==================== block 1
## src/rtl/prefetch_queue_pkg.sv

```systemverilog
`default_nettype none
// +-----------------------------------------------------------------------+
// | prefetch_queue_pkg : shared types and defaults for the prefetch queue |
// | Revision 1.0                                                          |
// +-----------------------------------------------------------------------+
package prefetch_queue_pkg;

  localparam int PQ_DEPTH = 16;
  localparam int PTR_W    = $clog2(PQ_DEPTH);

  typedef logic [7:0] byte_t;

  typedef enum logic {
    ST_ALIGN = 1'b0,
    ST_RUN   = 1'b1
  } pq_state_t;

endpackage
`default_nettype wire

```

## src/rtl/prefetch_queue_window.sv

```systemverilog
`default_nettype none
// +-----------------------------------------------------------------------+
// | prefetch_queue_window : 4-byte rotator with zero-fill and optional    |
// | fetch bypass (PREFETCH_QUEUE_BYPASS_EN).  Revision 1.0                |
// +-----------------------------------------------------------------------+
module prefetch_queue_window
  import prefetch_queue_pkg::*;
#(
  parameter int DEPTH = PQ_DEPTH
) (
  input  byte_t                    mem_i [DEPTH],
  input  logic [$clog2(DEPTH)-1:0] rd_ptr_i,
  input  logic [2:0]               valid_count_i,
`ifdef PREFETCH_QUEUE_BYPASS_EN
  input  logic                     byp_sel_i,
  input  logic [31:0]              byp_data_i,
  input  logic [1:0]               byp_off_i,
`endif
  output byte_t                    win_o [0:3]
);

  localparam int AW = $clog2(DEPTH);

  for (genvar k = 0; k < 4; k++) begin : g_lane
    byte_t w_stored;
    assign w_stored = mem_i[rd_ptr_i + AW'(k)];
`ifdef PREFETCH_QUEUE_BYPASS_EN
    // Valid count is 4-offset in bypass, so offset+k never exceeds 3 here.
    logic [1:0] w_idx;
    byte_t      w_byp;
    assign w_idx    = byp_off_i + 2'(k);
    assign w_byp    = byp_data_i[{w_idx, 3'b000} +: 8];
    assign win_o[k] = (3'(k) >= valid_count_i) ? 8'h00 :
                      (byp_sel_i ? w_byp : w_stored);
`else
    assign win_o[k] = (3'(k) >= valid_count_i) ? 8'h00 : w_stored;
`endif
  end

endmodule
`default_nettype wire

```

## src/rtl/prefetch_queue.sv

```systemverilog
`default_nettype none
// +-----------------------------------------------------------------------+
// | prefetch_queue : byte-granular instruction prefetch queue; define     |
// | PREFETCH_QUEUE_BYPASS_EN for a same-cycle fetch-to-window path.       |
// | Revision 1.0                                                          |
// +-----------------------------------------------------------------------+
module prefetch_queue
  import prefetch_queue_pkg::*;
#(
  parameter int DEPTH = PQ_DEPTH
) (
  input  logic        clock,
  input  logic        reset,
  input  logic        i_flush,
  input  logic        i_fetch_valid,
  input  logic [31:0] i_fetch_data,
  input  logic [1:0]  i_fetch_skip,
  output logic        o_fetch_ready,
  output byte_t       o_instruction [0:3],
  output logic [2:0]  o_valid_count,
  input  logic [2:0]  i_consume,
  output logic        o_error
);

  localparam int AW = $clog2(DEPTH);
  localparam int CW = AW + 1;

  logic [AW-1:0] rd_ptr_q, rd_ptr_d;
  logic [AW-1:0] wr_ptr_q, wr_ptr_d;
  logic [CW-1:0] count_q, count_d;
  pq_state_t     state_q, state_d;
  logic          error_q, error_d;
  byte_t         mem_q [DEPTH];

  logic          w_ready;
  logic          w_wr;
  logic [2:0]    w_stored_vc;
  logic [2:0]    w_valid;
  logic          w_over;
  logic [2:0]    w_take;
  logic [AW-1:0] w_rd_base;
  logic [CW-1:0] w_add;

  assign w_ready     = (count_q <= CW'(DEPTH - 4));
  assign w_wr        = i_fetch_valid & w_ready;
  assign w_stored_vc = (count_q >= CW'(4)) ? 3'd4 : count_q[2:0];

`ifdef PREFETCH_QUEUE_BYPASS_EN
  logic       w_byp;
  logic [1:0] w_byp_off;
  assign w_byp     = (count_q == '0) && i_fetch_valid;
  assign w_byp_off = (state_q == ST_ALIGN) ? i_fetch_skip : 2'd0;
  assign w_valid   = w_byp ? (3'd4 - {1'b0, w_byp_off}) : w_stored_vc;
`else
  assign w_valid   = w_stored_vc;
`endif

  // Over-consume is clamped to what the window actually holds.
  assign w_over = (i_consume > w_valid);
  assign w_take = w_over ? w_valid : i_consume;

  always_comb begin
    state_d   = state_q;
    rd_ptr_d  = rd_ptr_q;
    wr_ptr_d  = wr_ptr_q;
    count_d   = count_q;
    error_d   = error_q;
    w_rd_base = rd_ptr_q;
    w_add     = '0;

    if (w_wr) begin
      wr_ptr_d = wr_ptr_q + AW'(4);
      if (state_q == ST_ALIGN) begin
        w_rd_base = AW'(i_fetch_skip);
        w_add     = CW'(4) - CW'(i_fetch_skip);
        state_d   = ST_RUN;
      end else begin
        w_add = CW'(4);
      end
    end

    rd_ptr_d = w_rd_base + AW'(w_take);
    count_d  = count_q + w_add - CW'(w_take);
    if (w_over) error_d = 1'b1;

    if (i_flush) begin
      state_d  = ST_ALIGN;
      rd_ptr_d = '0;
      wr_ptr_d = '0;
      count_d  = '0;
      error_d  = 1'b0;
    end
  end

  always_ff @(posedge clock or posedge reset) begin
    if (reset) begin
      state_q  <= ST_ALIGN;
      rd_ptr_q <= '0;
      wr_ptr_q <= '0;
      count_q  <= '0;
      error_q  <= 1'b0;
    end else begin
      state_q  <= state_d;
      rd_ptr_q <= rd_ptr_d;
      wr_ptr_q <= wr_ptr_d;
      count_q  <= count_d;
      error_q  <= error_d;
    end
  end

  // wr_ptr is word aligned, so only its upper bits select the lane group.
  always_ff @(posedge clock or posedge reset) begin
    if (reset) begin
      for (int i = 0; i < DEPTH; i++) mem_q[i] <= 8'h00;
    end else if (w_wr && !i_flush) begin
      for (int j = 0; j < 4; j++)
        mem_q[{wr_ptr_q[AW-1:2], 2'(j)}] <= i_fetch_data[8*j +: 8];
    end
  end

  prefetch_queue_window #(
    .DEPTH(DEPTH)
  ) u_window (
    .mem_i         (mem_q),
    .rd_ptr_i      (rd_ptr_q),
    .valid_count_i (w_valid),
`ifdef PREFETCH_QUEUE_BYPASS_EN
    .byp_sel_i     (w_byp),
    .byp_data_i    (i_fetch_data),
    .byp_off_i     (w_byp_off),
`endif
    .win_o         (o_instruction)
  );

  assign o_fetch_ready = w_ready;
  assign o_valid_count = w_valid;
  assign o_error       = error_q;

endmodule
`default_nettype wire
```

## config.mk

```make
export PLATFORM = sky130hd
export DESIGN_NAME = prefetch_queue
export DESIGN_NICKNAME = d
export VERILOG_FILES = /design/src/rtl/prefetch_queue_pkg.sv /design/src/rtl/prefetch_queue_window.sv /design/src/rtl/prefetch_queue.sv
export SDC_FILE = /design/constraint.sdc
export NUM_CORES = 1
export LEC_CHECK = 0
export CORE_MARGIN = 1.5
export CORE_UTILIZATION = 58
export CTS_CLUSTER_DIAMETER = 50
export CTS_CLUSTER_SIZE = 30
export DETAILED_ROUTE_END_ITERATION = 10
export PLACE_DENSITY = 0.8
export SETUP_SLACK_MARGIN = 0.1
export SKIP_CTS_REPAIR_TIMING = 1
export SLEW_MARGIN = 20
export SYNTH_ARGS = -nofsm -noshare
export SYNTH_HDL_FRONTEND = slang
export SYNTH_HIERARCHICAL = 1
export SYNTH_SLANG_ARGS = --single-unit
```

## constraint.sdc

```tcl
create_clock -name clock -period 5.22 [get_ports clock]
set_clock_uncertainty 0.1 [all_clocks]
set_input_delay 0.522 -clock clock [delete_from_list [all_inputs] [get_ports clock]]
set_output_delay 0.522 -clock clock [all_outputs]
set_load 0.005 [all_outputs]
```

block_1/m1.png
Drawn at 2 px/um.
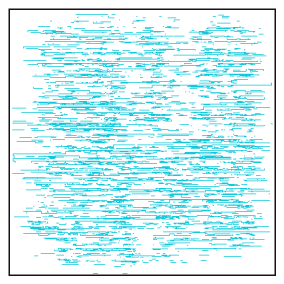
The layer carries 9270 um of wire. The longest straight run is 43.7 um. 729 nets have wire on it. The wires run mostly horizontal. The layer holds 39% of the routed length.

block_1/closeup.png
Region (87, 87) to (112, 112) um. Cells in gray, sequential cells in the stronger gray; small squares are vias.
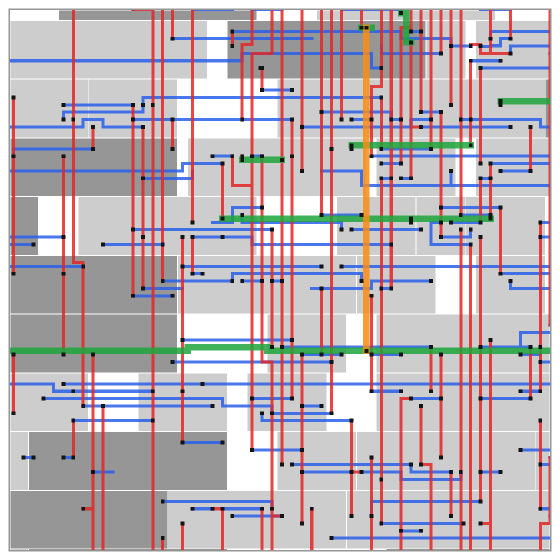
M4: marked orange. M1: marked blue. M2: marked red. M3: marked green.
Netlist names of flops here include mem_q (6). Sequential cells in the window: 6. 33 logic cells have their middle in the window. Most frequent: mux2i_1 (9), mux4_2 (8), dfrtp_1 (6).

block_1/gates.png
Drawn at 2 px/um.
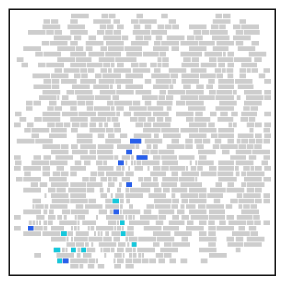
xor and xnor cells: marked blue, cells 8. non-inverting ao/oa cells: marked cyan, cells 9, where lower left.

==> impl_results.rst <==
Implementation results
======================

.. list-table::
   :header-rows: 1

   * - Metric
     - Value
   * - Result of the run
     - completed
   * - Final setup TNS
     - 0 ns
   * - Number of I/O port buffers
     - ~77
   * - Classification of the worst setup path
     - reg2reg
   * - Post-synth regs
     - 141
   * - Number of enable flip-flop cells
     - 0
   * - Worst slack, placed
     - 0.859 ns
   * - Proportion of cell area occupied by registers
     - 31.9%
   * - Footprint of the multi-input gates
     - 5710 sq um
   * - Iteration count of the initial detailed-routing pass
     - 5
   * - All-Layer GR Usage
     - 28.2%
   * - Hold Violations, Final
     - 0
   * - Site row count
     - 47
   * - Dominant cell by count in the synthesized netlist
     - dfrtp_1
   * - Most used logic cell in the final layout
     - dfrtp_1
   * - Post-Route M1 WL
     - 9270 um
   * - Max FFs per register
     - between 100 and 150
   * - Wire length of the first global-routing pass
     - 37700 um
   * - Largest buffer count on any clock path
     - 2
   * - Part of the total power dissipated in the clock network
     - 15.0%
   * - Most used cells in the layout excluding fill and tap cells
     - dfrtp_1 (139), mux2_2 (115), mux2i_1 (94), mux4_2 (93), clkdlybuf4s50_1 (77)
   * - Endpoint of the worst-slack reg-to-reg timing path
     - count_q[4]$_DFF_PP0_
   * - Final Max-Slew Violation Tally
     - 0
   * - Placed cell area
     - 10500 sq um
   * - Count of clock-net buffers in the final layout
     - 21
   * - Register with the most flip-flops
     - mem_q
   * - Slowest cell on crit path
     - o21ai_0
   * - Final RePlAce weighted congestion
     - just over 0.8
   * - Detail Route Antenna Nets
     - 0
   * - Met2 capacity usage during global routing
     - 47.8%
   * - R2R cell count
     - 18
   * - Bufs w/o clock
     - 90
   * - Start point of the critical path
     - count_q[4]$_DFF_PP0_
   * - Net Count, Synth
     - 736
   * - Number of setup violations in the final report
     - 0

==================== block 2
block_2/closeup.png
Region (128, 129) to (153, 154) um. Cells in gray, sequential cells in the stronger gray; small squares are vias.
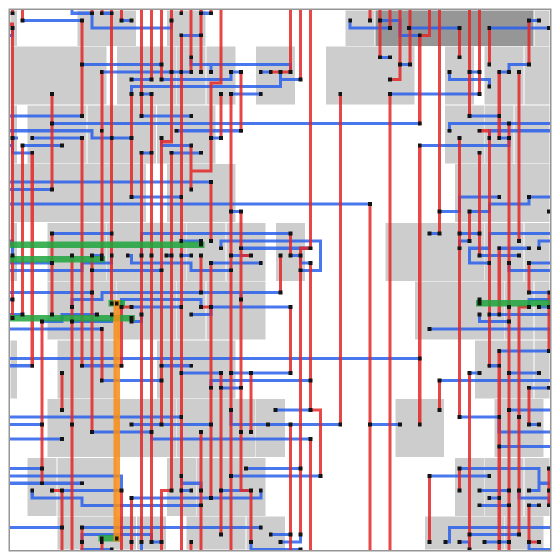
--- config.mk ---
export PLATFORM = sky130hd
export DESIGN_NAME = switch_allocator
export DESIGN_NICKNAME = d
export VERILOG_FILES = /design/src/rtl/switch_allocator_pkg.sv /design/src/rtl/switch_allocator_arbiter.sv /design/src/rtl/switch_allocator.sv
export SDC_FILE = /design/constraint.sdc
export NUM_CORES = 1
export LEC_CHECK = 0
export CAP_MARGIN = 20
export CORE_AREA = 4 4 183 185
export DETAILED_ROUTE_END_ITERATION = 8
export DIE_AREA = 0 0 187 189
export PLACE_DENSITY = 0.68
export SLEW_MARGIN = 20
export SYNTH_ARGS = -nofsm -noshare
export SYNTH_HDL_FRONTEND = slang
export SYNTH_SLANG_ARGS = --single-unit
--- constraint.sdc ---
create_clock -name clk -period 6.4 [get_ports clk]
set_input_delay 1.28 -clock clk [delete_from_list [all_inputs] [get_ports clk]]
set_output_delay 1.28 -clock clk [all_outputs]
set_load 0.02 [all_outputs]
--- src/rtl/switch_allocator_pkg.sv ---
// Shared router parameters and port encoding used by the switch allocator.
package noc_params;
    localparam int PORT_NUM  = 5;
    localparam int VC_NUM    = 4;
    localparam int VC_SIZE   = $clog2(VC_NUM);
    localparam int PORT_SIZE = $clog2(PORT_NUM);

    // Enum value doubles as the array index of the port.
    typedef enum logic [PORT_SIZE-1:0] {
        LOCAL = 0,
        NORTH = 1,
        SOUTH = 2,
        WEST  = 3,
        EAST  = 4
    } port_t;
endpackage

--- src/rtl/switch_allocator_arbiter.sv ---
// Round-robin arbiter: one-hot combinational grant, pointer advances past the
// granted index only when update_i is asserted.
module round_robin_arbiter #(
    parameter int AGENTS_NUM = 4
) (
    input  logic                  clk,
    input  logic                  rst,
    input  logic [AGENTS_NUM-1:0] requests_i,
    input  logic                  update_i,
    output logic [AGENTS_NUM-1:0] grants_o
);
    localparam int PW = (AGENTS_NUM > 1) ? $clog2(AGENTS_NUM) : 1;

    logic [PW-1:0] ptr_q, ptr_d, nxt_ptr, idx;
    logic          found;

    always_comb begin
        grants_o = '0;
        nxt_ptr  = ptr_q;
        found    = 1'b0;
        idx      = '0;
        for (int k = 0; k < AGENTS_NUM; k++) begin
            idx = PW'((int'(ptr_q) + k) % AGENTS_NUM);
            if (!found && requests_i[idx]) begin
                found         = 1'b1;
                grants_o[idx] = 1'b1;
                nxt_ptr       = PW'((int'(idx) + 1) % AGENTS_NUM);
            end
        end
    end

    // Kept separate from the grant logic so update_i has no path into grants_o.
    always_comb begin
        ptr_d = update_i ? nxt_ptr : ptr_q;
    end

    always_ff @(posedge clk) begin
        if (rst) ptr_q <= '0;
        else     ptr_q <= ptr_d;
    end
endmodule

--- src/rtl/switch_allocator.sv ---
// Separable input-first switch allocator with registered grants.
// Define SA_ON_OFF_MASK_EN to mask requests toward downstream VCs signalled OFF.
module switch_allocator
    import noc_params::*;
#(
    parameter int PORT_NUM = noc_params::PORT_NUM,
    parameter int VC_NUM   = noc_params::VC_NUM
) (
    input  logic                                   clk,
    input  logic                                   rst,
    input  logic  [PORT_NUM-1:0][VC_NUM-1:0]       request_i,
    input  port_t [PORT_NUM-1:0][VC_NUM-1:0]       out_port_i,
    input  logic  [PORT_NUM-1:0][VC_NUM-1:0][VC_SIZE-1:0] downstream_vc_i,
    input  logic  [PORT_NUM-1:0][VC_NUM-1:0]       on_off_i,
    output logic  [PORT_NUM-1:0]                   valid_sel_o,
    output logic  [PORT_NUM-1:0][VC_SIZE-1:0]      vc_sel_o,
    output logic  [PORT_NUM-1:0][PORT_SIZE-1:0]    xbar_sel_o,
    output logic  [PORT_NUM-1:0]                   xbar_valid_o
);
    logic  [PORT_NUM-1:0][VC_NUM-1:0]   elig, s1_gnt;
    logic  [PORT_NUM-1:0]               cand_vld, s1_upd, s2_upd;
    logic  [PORT_NUM-1:0][VC_SIZE-1:0]  cand_vc;
    port_t [PORT_NUM-1:0]               cand_op;
    logic  [PORT_NUM-1:0][PORT_NUM-1:0] s2_req, s2_gnt;  // [op][ip]

    logic [PORT_NUM-1:0]                valid_sel_d, valid_sel_q, xbar_valid_d, xbar_valid_q;
    logic [PORT_NUM-1:0][VC_SIZE-1:0]   vc_sel_d, vc_sel_q;
    logic [PORT_NUM-1:0][PORT_SIZE-1:0] xbar_sel_d, xbar_sel_q;

`ifdef SA_ON_OFF_MASK_EN
    always_comb begin
        elig = '0;
        for (int ip = 0; ip < PORT_NUM; ip++)
            for (int v = 0; v < VC_NUM; v++)
                elig[ip][v] = request_i[ip][v] && (int'(out_port_i[ip][v]) < PORT_NUM) &&
                              on_off_i[out_port_i[ip][v]][downstream_vc_i[ip][v]];
    end
`else
    // Flow control is already folded into request_i upstream.
    logic unused_flow_ctl;
    assign unused_flow_ctl = ^{on_off_i, downstream_vc_i};
    always_comb elig = request_i;
`endif

    always_comb begin
        cand_vld = '0;
        cand_vc  = '0;
        cand_op  = {PORT_NUM{LOCAL}};
        for (int ip = 0; ip < PORT_NUM; ip++) begin
            cand_vld[ip] = |s1_gnt[ip];
            for (int v = 0; v < VC_NUM; v++)
                if (s1_gnt[ip][v]) begin
                    cand_vc[ip] = VC_SIZE'(v);
                    cand_op[ip] = out_port_i[ip][v];
                end
        end
    end

    always_comb begin
        s2_req = '0;
        for (int op = 0; op < PORT_NUM; op++)
            for (int ip = 0; ip < PORT_NUM; ip++)
                s2_req[op][ip] = cand_vld[ip] && (int'(cand_op[ip]) == op);
    end

    always_comb begin
        s2_upd = '0;
        for (int op = 0; op < PORT_NUM; op++) s2_upd[op] = |s2_req[op];
    end

    // A stage-1 pointer only moves when its candidate also won an output.
    always_comb begin
        s1_upd = '0;
        for (int op = 0; op < PORT_NUM; op++) s1_upd = s1_upd | s2_gnt[op];
    end

    for (genvar g = 0; g < PORT_NUM; g++) begin : g_arb
        round_robin_arbiter #(.AGENTS_NUM(VC_NUM)) u_s1 (
            .clk(clk), .rst(rst), .requests_i(elig[g]), .update_i(s1_upd[g]), .grants_o(s1_gnt[g])
        );
        round_robin_arbiter #(.AGENTS_NUM(PORT_NUM)) u_s2 (
            .clk(clk), .rst(rst), .requests_i(s2_req[g]), .update_i(s2_upd[g]), .grants_o(s2_gnt[g])
        );
    end

    always_comb begin
        valid_sel_d  = '0;
        vc_sel_d     = '0;
        xbar_sel_d   = '0;
        xbar_valid_d = '0;
        for (int op = 0; op < PORT_NUM; op++)
            for (int ip = 0; ip < PORT_NUM; ip++)
                if (s2_gnt[op][ip]) begin
                    xbar_valid_d[op] = 1'b1;
                    xbar_sel_d[op]   = PORT_SIZE'(ip);
                    valid_sel_d[ip]  = 1'b1;
                    vc_sel_d[ip]     = cand_vc[ip];
                end
    end

    always_ff @(posedge clk) begin
        if (rst) begin
            valid_sel_q  <= '0;
            vc_sel_q     <= '0;
            xbar_sel_q   <= '0;
            xbar_valid_q <= '0;
        end else begin
            valid_sel_q  <= valid_sel_d;
            vc_sel_q     <= vc_sel_d;
            xbar_sel_q   <= xbar_sel_d;
            xbar_valid_q <= xbar_valid_d;
        end
    end

    assign valid_sel_o  = valid_sel_q;
    assign vc_sel_o     = vc_sel_q;
    assign xbar_sel_o   = xbar_sel_q;
    assign xbar_valid_o = xbar_valid_q;
endmodule

==> impl_results.rst <==
Implementation results
======================

.. list-table::
   :header-rows: 1

   * - Metric
     - Value
   * - Result of the run
     - finished, violations left
   * - Failing checks
     - setup timing
   * - Worst slew margin
     - about 45%
   * - Final critical delay including setup and external delays
     - roughly 6.7 ns
   * - Delay-heaviest family, CP
     - AND-OR/OR-AND gates
   * - FF/Latch Area
     - 1200 sq um
   * - Number of enable flip-flop cells
     - 0
   * - Slowest cell on crit path
     - mux4_2
   * - Vias
     - 17459
   * - Global routing met1 resource utilization
     - a little over a third
   * - Post-layout period usage of the worst path
     - 104%
   * - Vias per Instance
     - 6.05
   * - Leading cell kind
     - logic gates
   * - Count of H-tree levels built during CTS
     - 3
   * - Commonest cells post-synth
     - nor2_1 (157), ha_1 (150), nand2_1 (148), inv_1 (126), a21oi_1 (125)
   * - Number of setup violations in the final report
     - 5
   * - Detail Route Antenna Nets
     - 0
   * - Least setup slack across all paths after layout
     - -0.282 ns
   * - Mean area per synthesized cell
     - 7.46 sq um
   * - Chip area line of the yosys report
     - 14200 sq um
   * - Critical path depth in cells
     - 27
   * - Hold Violations, Final
     - 0
   * - Site row count
     - 66
   * - Unrepaired setup endpoints after global routing
     - yes
   * - Most utilized layer in the global route result
     - met2
## Picture notes: block_2/closeup.png
M1: marked blue. M3: marked green. M4: marked orange. M2: marked red.
Sequential cells in the window: 1. 55 logic cells have their middle in the window. Most frequent: nand2_1 (8), buf_4 (7), nor2_1 (6). Netlist names of flops here include g_arb.u_s1.ptr_q (1).


==================== block 3
===== src/rtl/bif_sync_pkg.sv =====
// Shared defaults, channel output bundle and elaboration helpers for the BIF synchroniser.
// Optional glitch filter is built only when BIF_SYNC_FILTER_EN is defined.
package bif_sync_pkg;

    localparam int unsigned BIF_SYNC_CH    = 10;
    localparam int unsigned BIF_SYNC_DEPTH = 3;
    localparam int unsigned BIF_SYNC_FILT  = 2;

    typedef struct packed {
        logic flt_n;
        logic fall;
        logic rise;
        logic stky;
    } bif_chan_out_t;

    function automatic int unsigned clog2(input int unsigned value);
        int unsigned result;
        result = 0;
        while ((result < 32) && ((64'd1 << result) < 64'(value))) begin
            result++;
        end
        return result;
    endfunction

    function automatic bit ch_ok(input int unsigned ch);
        return ch >= 1;
    endfunction

    function automatic bit depth_ok(input int unsigned depth);
        return (depth >= 2) && (depth <= 8);
    endfunction

    function automatic bit filt_ok(input int unsigned filt);
        return (filt >= 1) && (filt <= 15);
    endfunction

endpackage


===== src/rtl/bif_sync_filter_if.sv =====
// Bus-side bundle of the BIF synchroniser: raw inputs, taps, filtered level, edges and sticky flags.
interface bif_sync_filter_if #(
    parameter int unsigned CH    = 10,
    parameter int unsigned DEPTH = 3
);
    logic [CH-1:0]       IN_n;
    logic [DEPTH*CH-1:0] TAP_n;
    logic [CH-1:0]       FLT_n;
    logic [CH-1:0]       FALL;
    logic [CH-1:0]       RISE;
    logic [CH-1:0]       STKY;
    logic [CH-1:0]       STKY_CLR;

    modport master (
        output IN_n,
        output STKY_CLR,
        input  TAP_n,
        input  FLT_n,
        input  FALL,
        input  RISE,
        input  STKY
    );

    modport slave (
        input  IN_n,
        input  STKY_CLR,
        output TAP_n,
        output FLT_n,
        output FALL,
        output RISE,
        output STKY
    );
endinterface


===== src/rtl/bif_sync_chan.sv =====
// One BIF channel: synchroniser chain, optional glitch filter (BIF_SYNC_FILTER_EN),
// registered edge pulses and sticky fall flag.
module bif_sync_chan
    import bif_sync_pkg::*;
#(
    parameter int unsigned DEPTH   = BIF_SYNC_DEPTH,
    parameter int unsigned FILT    = BIF_SYNC_FILT,
    parameter bit          RST_VAL = 1'b1
) (
    input  logic             clk_i,
    input  logic             rst_i,
    input  logic             in_n_i,
    input  logic             stky_clr_i,
    output logic [DEPTH-1:0] tap_n_o,
    output bif_chan_out_t    chan_o
);

    if (!depth_ok(DEPTH) || !filt_ok(FILT)) begin : g_bad_param
        $error("bif_sync_chan: DEPTH must be 2..8 and FILT 1..15");
    end

    logic [DEPTH-1:0] stage_q, stage_d;
    logic             flt_q, flt_d;
    logic             fall_q, fall_d;
    logic             rise_q, rise_d;
    logic             stky_q, stky_d;
    logic             last;

    assign last = stage_q[DEPTH-1];

    always_comb begin
        stage_d = {stage_q[DEPTH-2:0], in_n_i};
    end

`ifdef BIF_SYNC_FILTER_EN
    localparam int unsigned CntW = clog2(FILT + 1);

    logic [CntW-1:0] cnt_q, cnt_d;

    // Count restarts whenever the last stage agrees with the filtered level again.
    always_comb begin
        cnt_d = '0;
        flt_d = flt_q;
        if (last != flt_q) begin
            if (cnt_q == CntW'(FILT - 1)) begin
                flt_d = last;
            end else begin
                cnt_d = cnt_q + CntW'(1);
            end
        end
    end

    always_ff @(posedge clk_i or posedge rst_i) begin
        if (rst_i) begin
            cnt_q <= '0;
        end else begin
            cnt_q <= cnt_d;
        end
    end
`else
    always_comb begin
        flt_d = last;
    end
`endif

    always_comb begin
        fall_d = flt_q & ~flt_d;
        rise_d = ~flt_q & flt_d;
        stky_d = fall_q | (stky_q & ~stky_clr_i);
    end

    always_ff @(posedge clk_i or posedge rst_i) begin
        if (rst_i) begin
            stage_q <= {DEPTH{RST_VAL}};
            flt_q   <= RST_VAL;
            fall_q  <= 1'b0;
            rise_q  <= 1'b0;
            stky_q  <= 1'b0;
        end else begin
            stage_q <= stage_d;
            flt_q   <= flt_d;
            fall_q  <= fall_d;
            rise_q  <= rise_d;
            stky_q  <= stky_d;
        end
    end

    assign tap_n_o      = stage_q;
    assign chan_o.flt_n = flt_q;
    assign chan_o.fall  = fall_q;
    assign chan_o.rise  = rise_q;
    assign chan_o.stky  = stky_q;

endmodule


===== src/rtl/bif_sync_filter.sv =====
// CH-channel BIF input synchroniser with taps, glitch filter (BIF_SYNC_FILTER_EN), edges, sticky.
// Stage k of every channel is packed at TAP_n[k*CH +: CH].
module bif_sync_filter
    import bif_sync_pkg::*;
#(
    parameter int unsigned    CH      = BIF_SYNC_CH,
    parameter int unsigned    DEPTH   = BIF_SYNC_DEPTH,
    parameter int unsigned    FILT    = BIF_SYNC_FILT,
    parameter logic [CH-1:0]  RST_VAL = '1
) (
    input logic              OSC,
    input logic              CLEAR,
    bif_sync_filter_if.slave bus
);

    if (!ch_ok(CH)) begin : g_bad_ch
        $error("bif_sync_filter: CH must be at least 1");
    end

    for (genvar i = 0; i < CH; i++) begin : g_chan
        logic [DEPTH-1:0] tap_n;
        bif_chan_out_t    chan_out;

        bif_sync_chan #(
            .DEPTH   (DEPTH),
            .FILT    (FILT),
            .RST_VAL (RST_VAL[i])
        ) u_chan (
            .clk_i      (OSC),
            .rst_i      (CLEAR),
            .in_n_i     (bus.IN_n[i]),
            .stky_clr_i (bus.STKY_CLR[i]),
            .tap_n_o    (tap_n),
            .chan_o     (chan_out)
        );

        assign bus.FLT_n[i] = chan_out.flt_n;
        assign bus.FALL[i]  = chan_out.fall;
        assign bus.RISE[i]  = chan_out.rise;
        assign bus.STKY[i]  = chan_out.stky;

        for (genvar k = 0; k < DEPTH; k++) begin : g_tap
            assign bus.TAP_n[k*CH + i] = tap_n[k];
        end
    end

endmodule


===== src/flat_wrapper.sv =====
// flat-port wrapper written by rule: the top's interface ports become plain ports
module bif_sync_filter_flat import bif_sync_pkg::*;
#(
    parameter int unsigned    CH      = BIF_SYNC_CH,
    parameter int unsigned    DEPTH   = BIF_SYNC_DEPTH,
    parameter int unsigned    FILT    = BIF_SYNC_FILT,
    parameter logic [CH-1:0]  RST_VAL = '1
)
  (OSC, CLEAR, bus_IN_n, bus_STKY_CLR, bus_TAP_n, bus_FLT_n, bus_FALL, bus_RISE, bus_STKY);
  bif_sync_filter_if #(.CH(CH), .DEPTH(DEPTH)) bus_i ();
  input logic OSC;
  input logic CLEAR;
  input wire logic [$bits(bus_i.IN_n)-1:0] bus_IN_n;
  input wire logic [$bits(bus_i.STKY_CLR)-1:0] bus_STKY_CLR;
  output wire logic [$bits(bus_i.TAP_n)-1:0] bus_TAP_n;
  output wire logic [$bits(bus_i.FLT_n)-1:0] bus_FLT_n;
  output wire logic [$bits(bus_i.FALL)-1:0] bus_FALL;
  output wire logic [$bits(bus_i.RISE)-1:0] bus_RISE;
  output wire logic [$bits(bus_i.STKY)-1:0] bus_STKY;
  assign bus_i.IN_n = bus_IN_n;
  assign bus_i.STKY_CLR = bus_STKY_CLR;
  assign bus_TAP_n = bus_i.TAP_n;
  assign bus_FLT_n = bus_i.FLT_n;
  assign bus_FALL = bus_i.FALL;
  assign bus_RISE = bus_i.RISE;
  assign bus_STKY = bus_i.STKY;
  bif_sync_filter #(.CH(CH), .DEPTH(DEPTH), .FILT(FILT), .RST_VAL(RST_VAL)) u_core (.OSC(OSC), .CLEAR(CLEAR), .bus(bus_i));
endmodule

===== config.mk =====
export PLATFORM = sky130hd
export DESIGN_NAME = bif_sync_filter_flat
export DESIGN_NICKNAME = d
export VERILOG_FILES = /design/src/rtl/bif_sync_pkg.sv /design/src/rtl/bif_sync_filter_if.sv /design/src/rtl/bif_sync_chan.sv /design/src/rtl/bif_sync_filter.sv /design/src/flat_wrapper.sv
export SDC_FILE = /design/constraint.sdc
export NUM_CORES = 1
export LEC_CHECK = 0
export CORE_AREA = 2 2 89 91
export CTS_BUF_LIST = sky130_fd_sc_hd__clkbuf_16
export DETAILED_ROUTE_END_ITERATION = 10
export DIE_AREA = 0 0 91 93
export HOLD_SLACK_MARGIN = 0.08
export PLACE_DENSITY = 0.72
export SLEW_MARGIN = 10
export SYNTH_ARGS = -nofsm -noshare
export SYNTH_HDL_FRONTEND = slang
export SYNTH_HIERARCHICAL = 1
export SYNTH_SLANG_ARGS = --single-unit

===== constraint.sdc =====
create_clock -name OSC -period 1.05 [get_ports OSC]
set_clock_uncertainty 0.15 [all_clocks]
set_input_delay 0.105 -clock OSC [delete_from_list [all_inputs] [get_ports OSC]]
set_output_delay 0.105 -clock OSC [all_outputs]
set_load 0.1 [all_outputs]

block_3/gates.png
Drawn at 3 px/um.
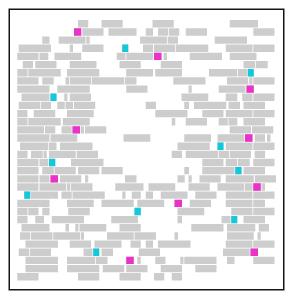
nor cells: marked cyan, cells 10. non-inverting ao/oa cells: marked magenta, cells 10, where all over the die.

block_3/m1.png
Drawn at 3 px/um.
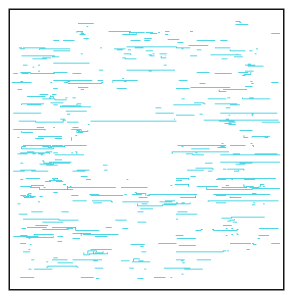
The layer holds 35% of the routed length. The longest straight run is 28.5 um. The layer carries 1700 um of wire. The wires run mostly horizontal. 218 nets have wire on it.

block_3/ff_map.png
Drawn at 4 px/um. Other sequential cells in the stronger gray, the rest of the logic in the fainter gray.
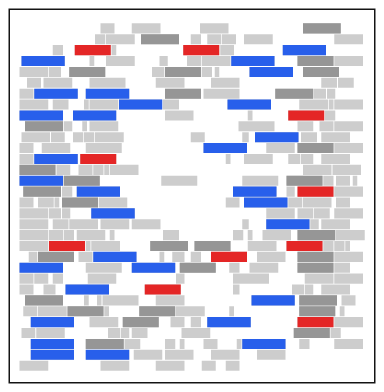
u_core/g_chan.u_chan/stky_q: marked red, sequential cells 10, where all over the die. u_core/g_chan.u_chan/tap_n_o: marked blue, sequential cells 30, where all over the die.
Another 30 sequential cells are not colored.

==> impl_results.rst <==
Implementation results
======================

.. list-table::
   :header-rows: 1

   * - Metric
     - Value
   * - Result of the run
     - finished, violations left
   * - Failing checks
     - setup timing
   * - Delay-heaviest family, CP
     - flip-flops
   * - All-Layer GR Usage
     - roughly 12%
   * - Post-synth regs
     - ~70
   * - Least setup slack across all paths after layout
     - -0.333 ns
   * - Comb group
     - 2150 uW
   * - Footprint of the multi-input gates
     - 225 sq um
   * - Commonest register cell after synthesis
     - dfstp_2
   * - Fraction of final layout cells sized beyond drive strength 1
     - 60.2%
   * - Number of setup violations in the final report
     - 80
   * - Dominant cell area share
     - between 40% and 50%
   * - Worst Hold Margin
     - 0.0515 ns
   * - Bufs w/o clock
     - 125
   * - Tap cells
     - 102
   * - R2R cell count
     - 2
   * - Final Max-Slew Violation Tally
     - 0
   * - Number of I/O port buffers
     - slightly above 90


==> notes/layouts.md <==
Pictures saved along the way, in no particular order.

Routing congestion.
(a)
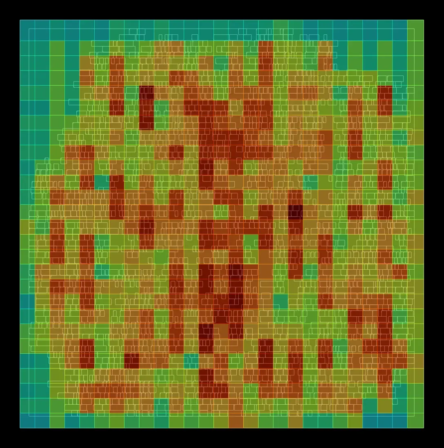
(b)
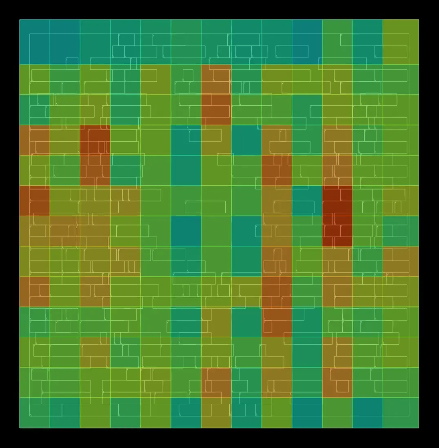
(c)
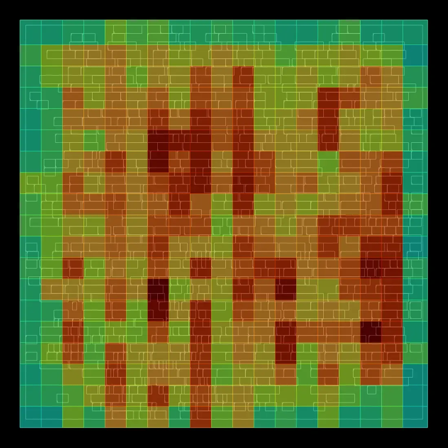
- (c) = block 1
- (b) = block 3
- (a) = block 2
- lowest track usage: (b)
- least wire per cell: (b)

Power and IR drop assume default switching activity.
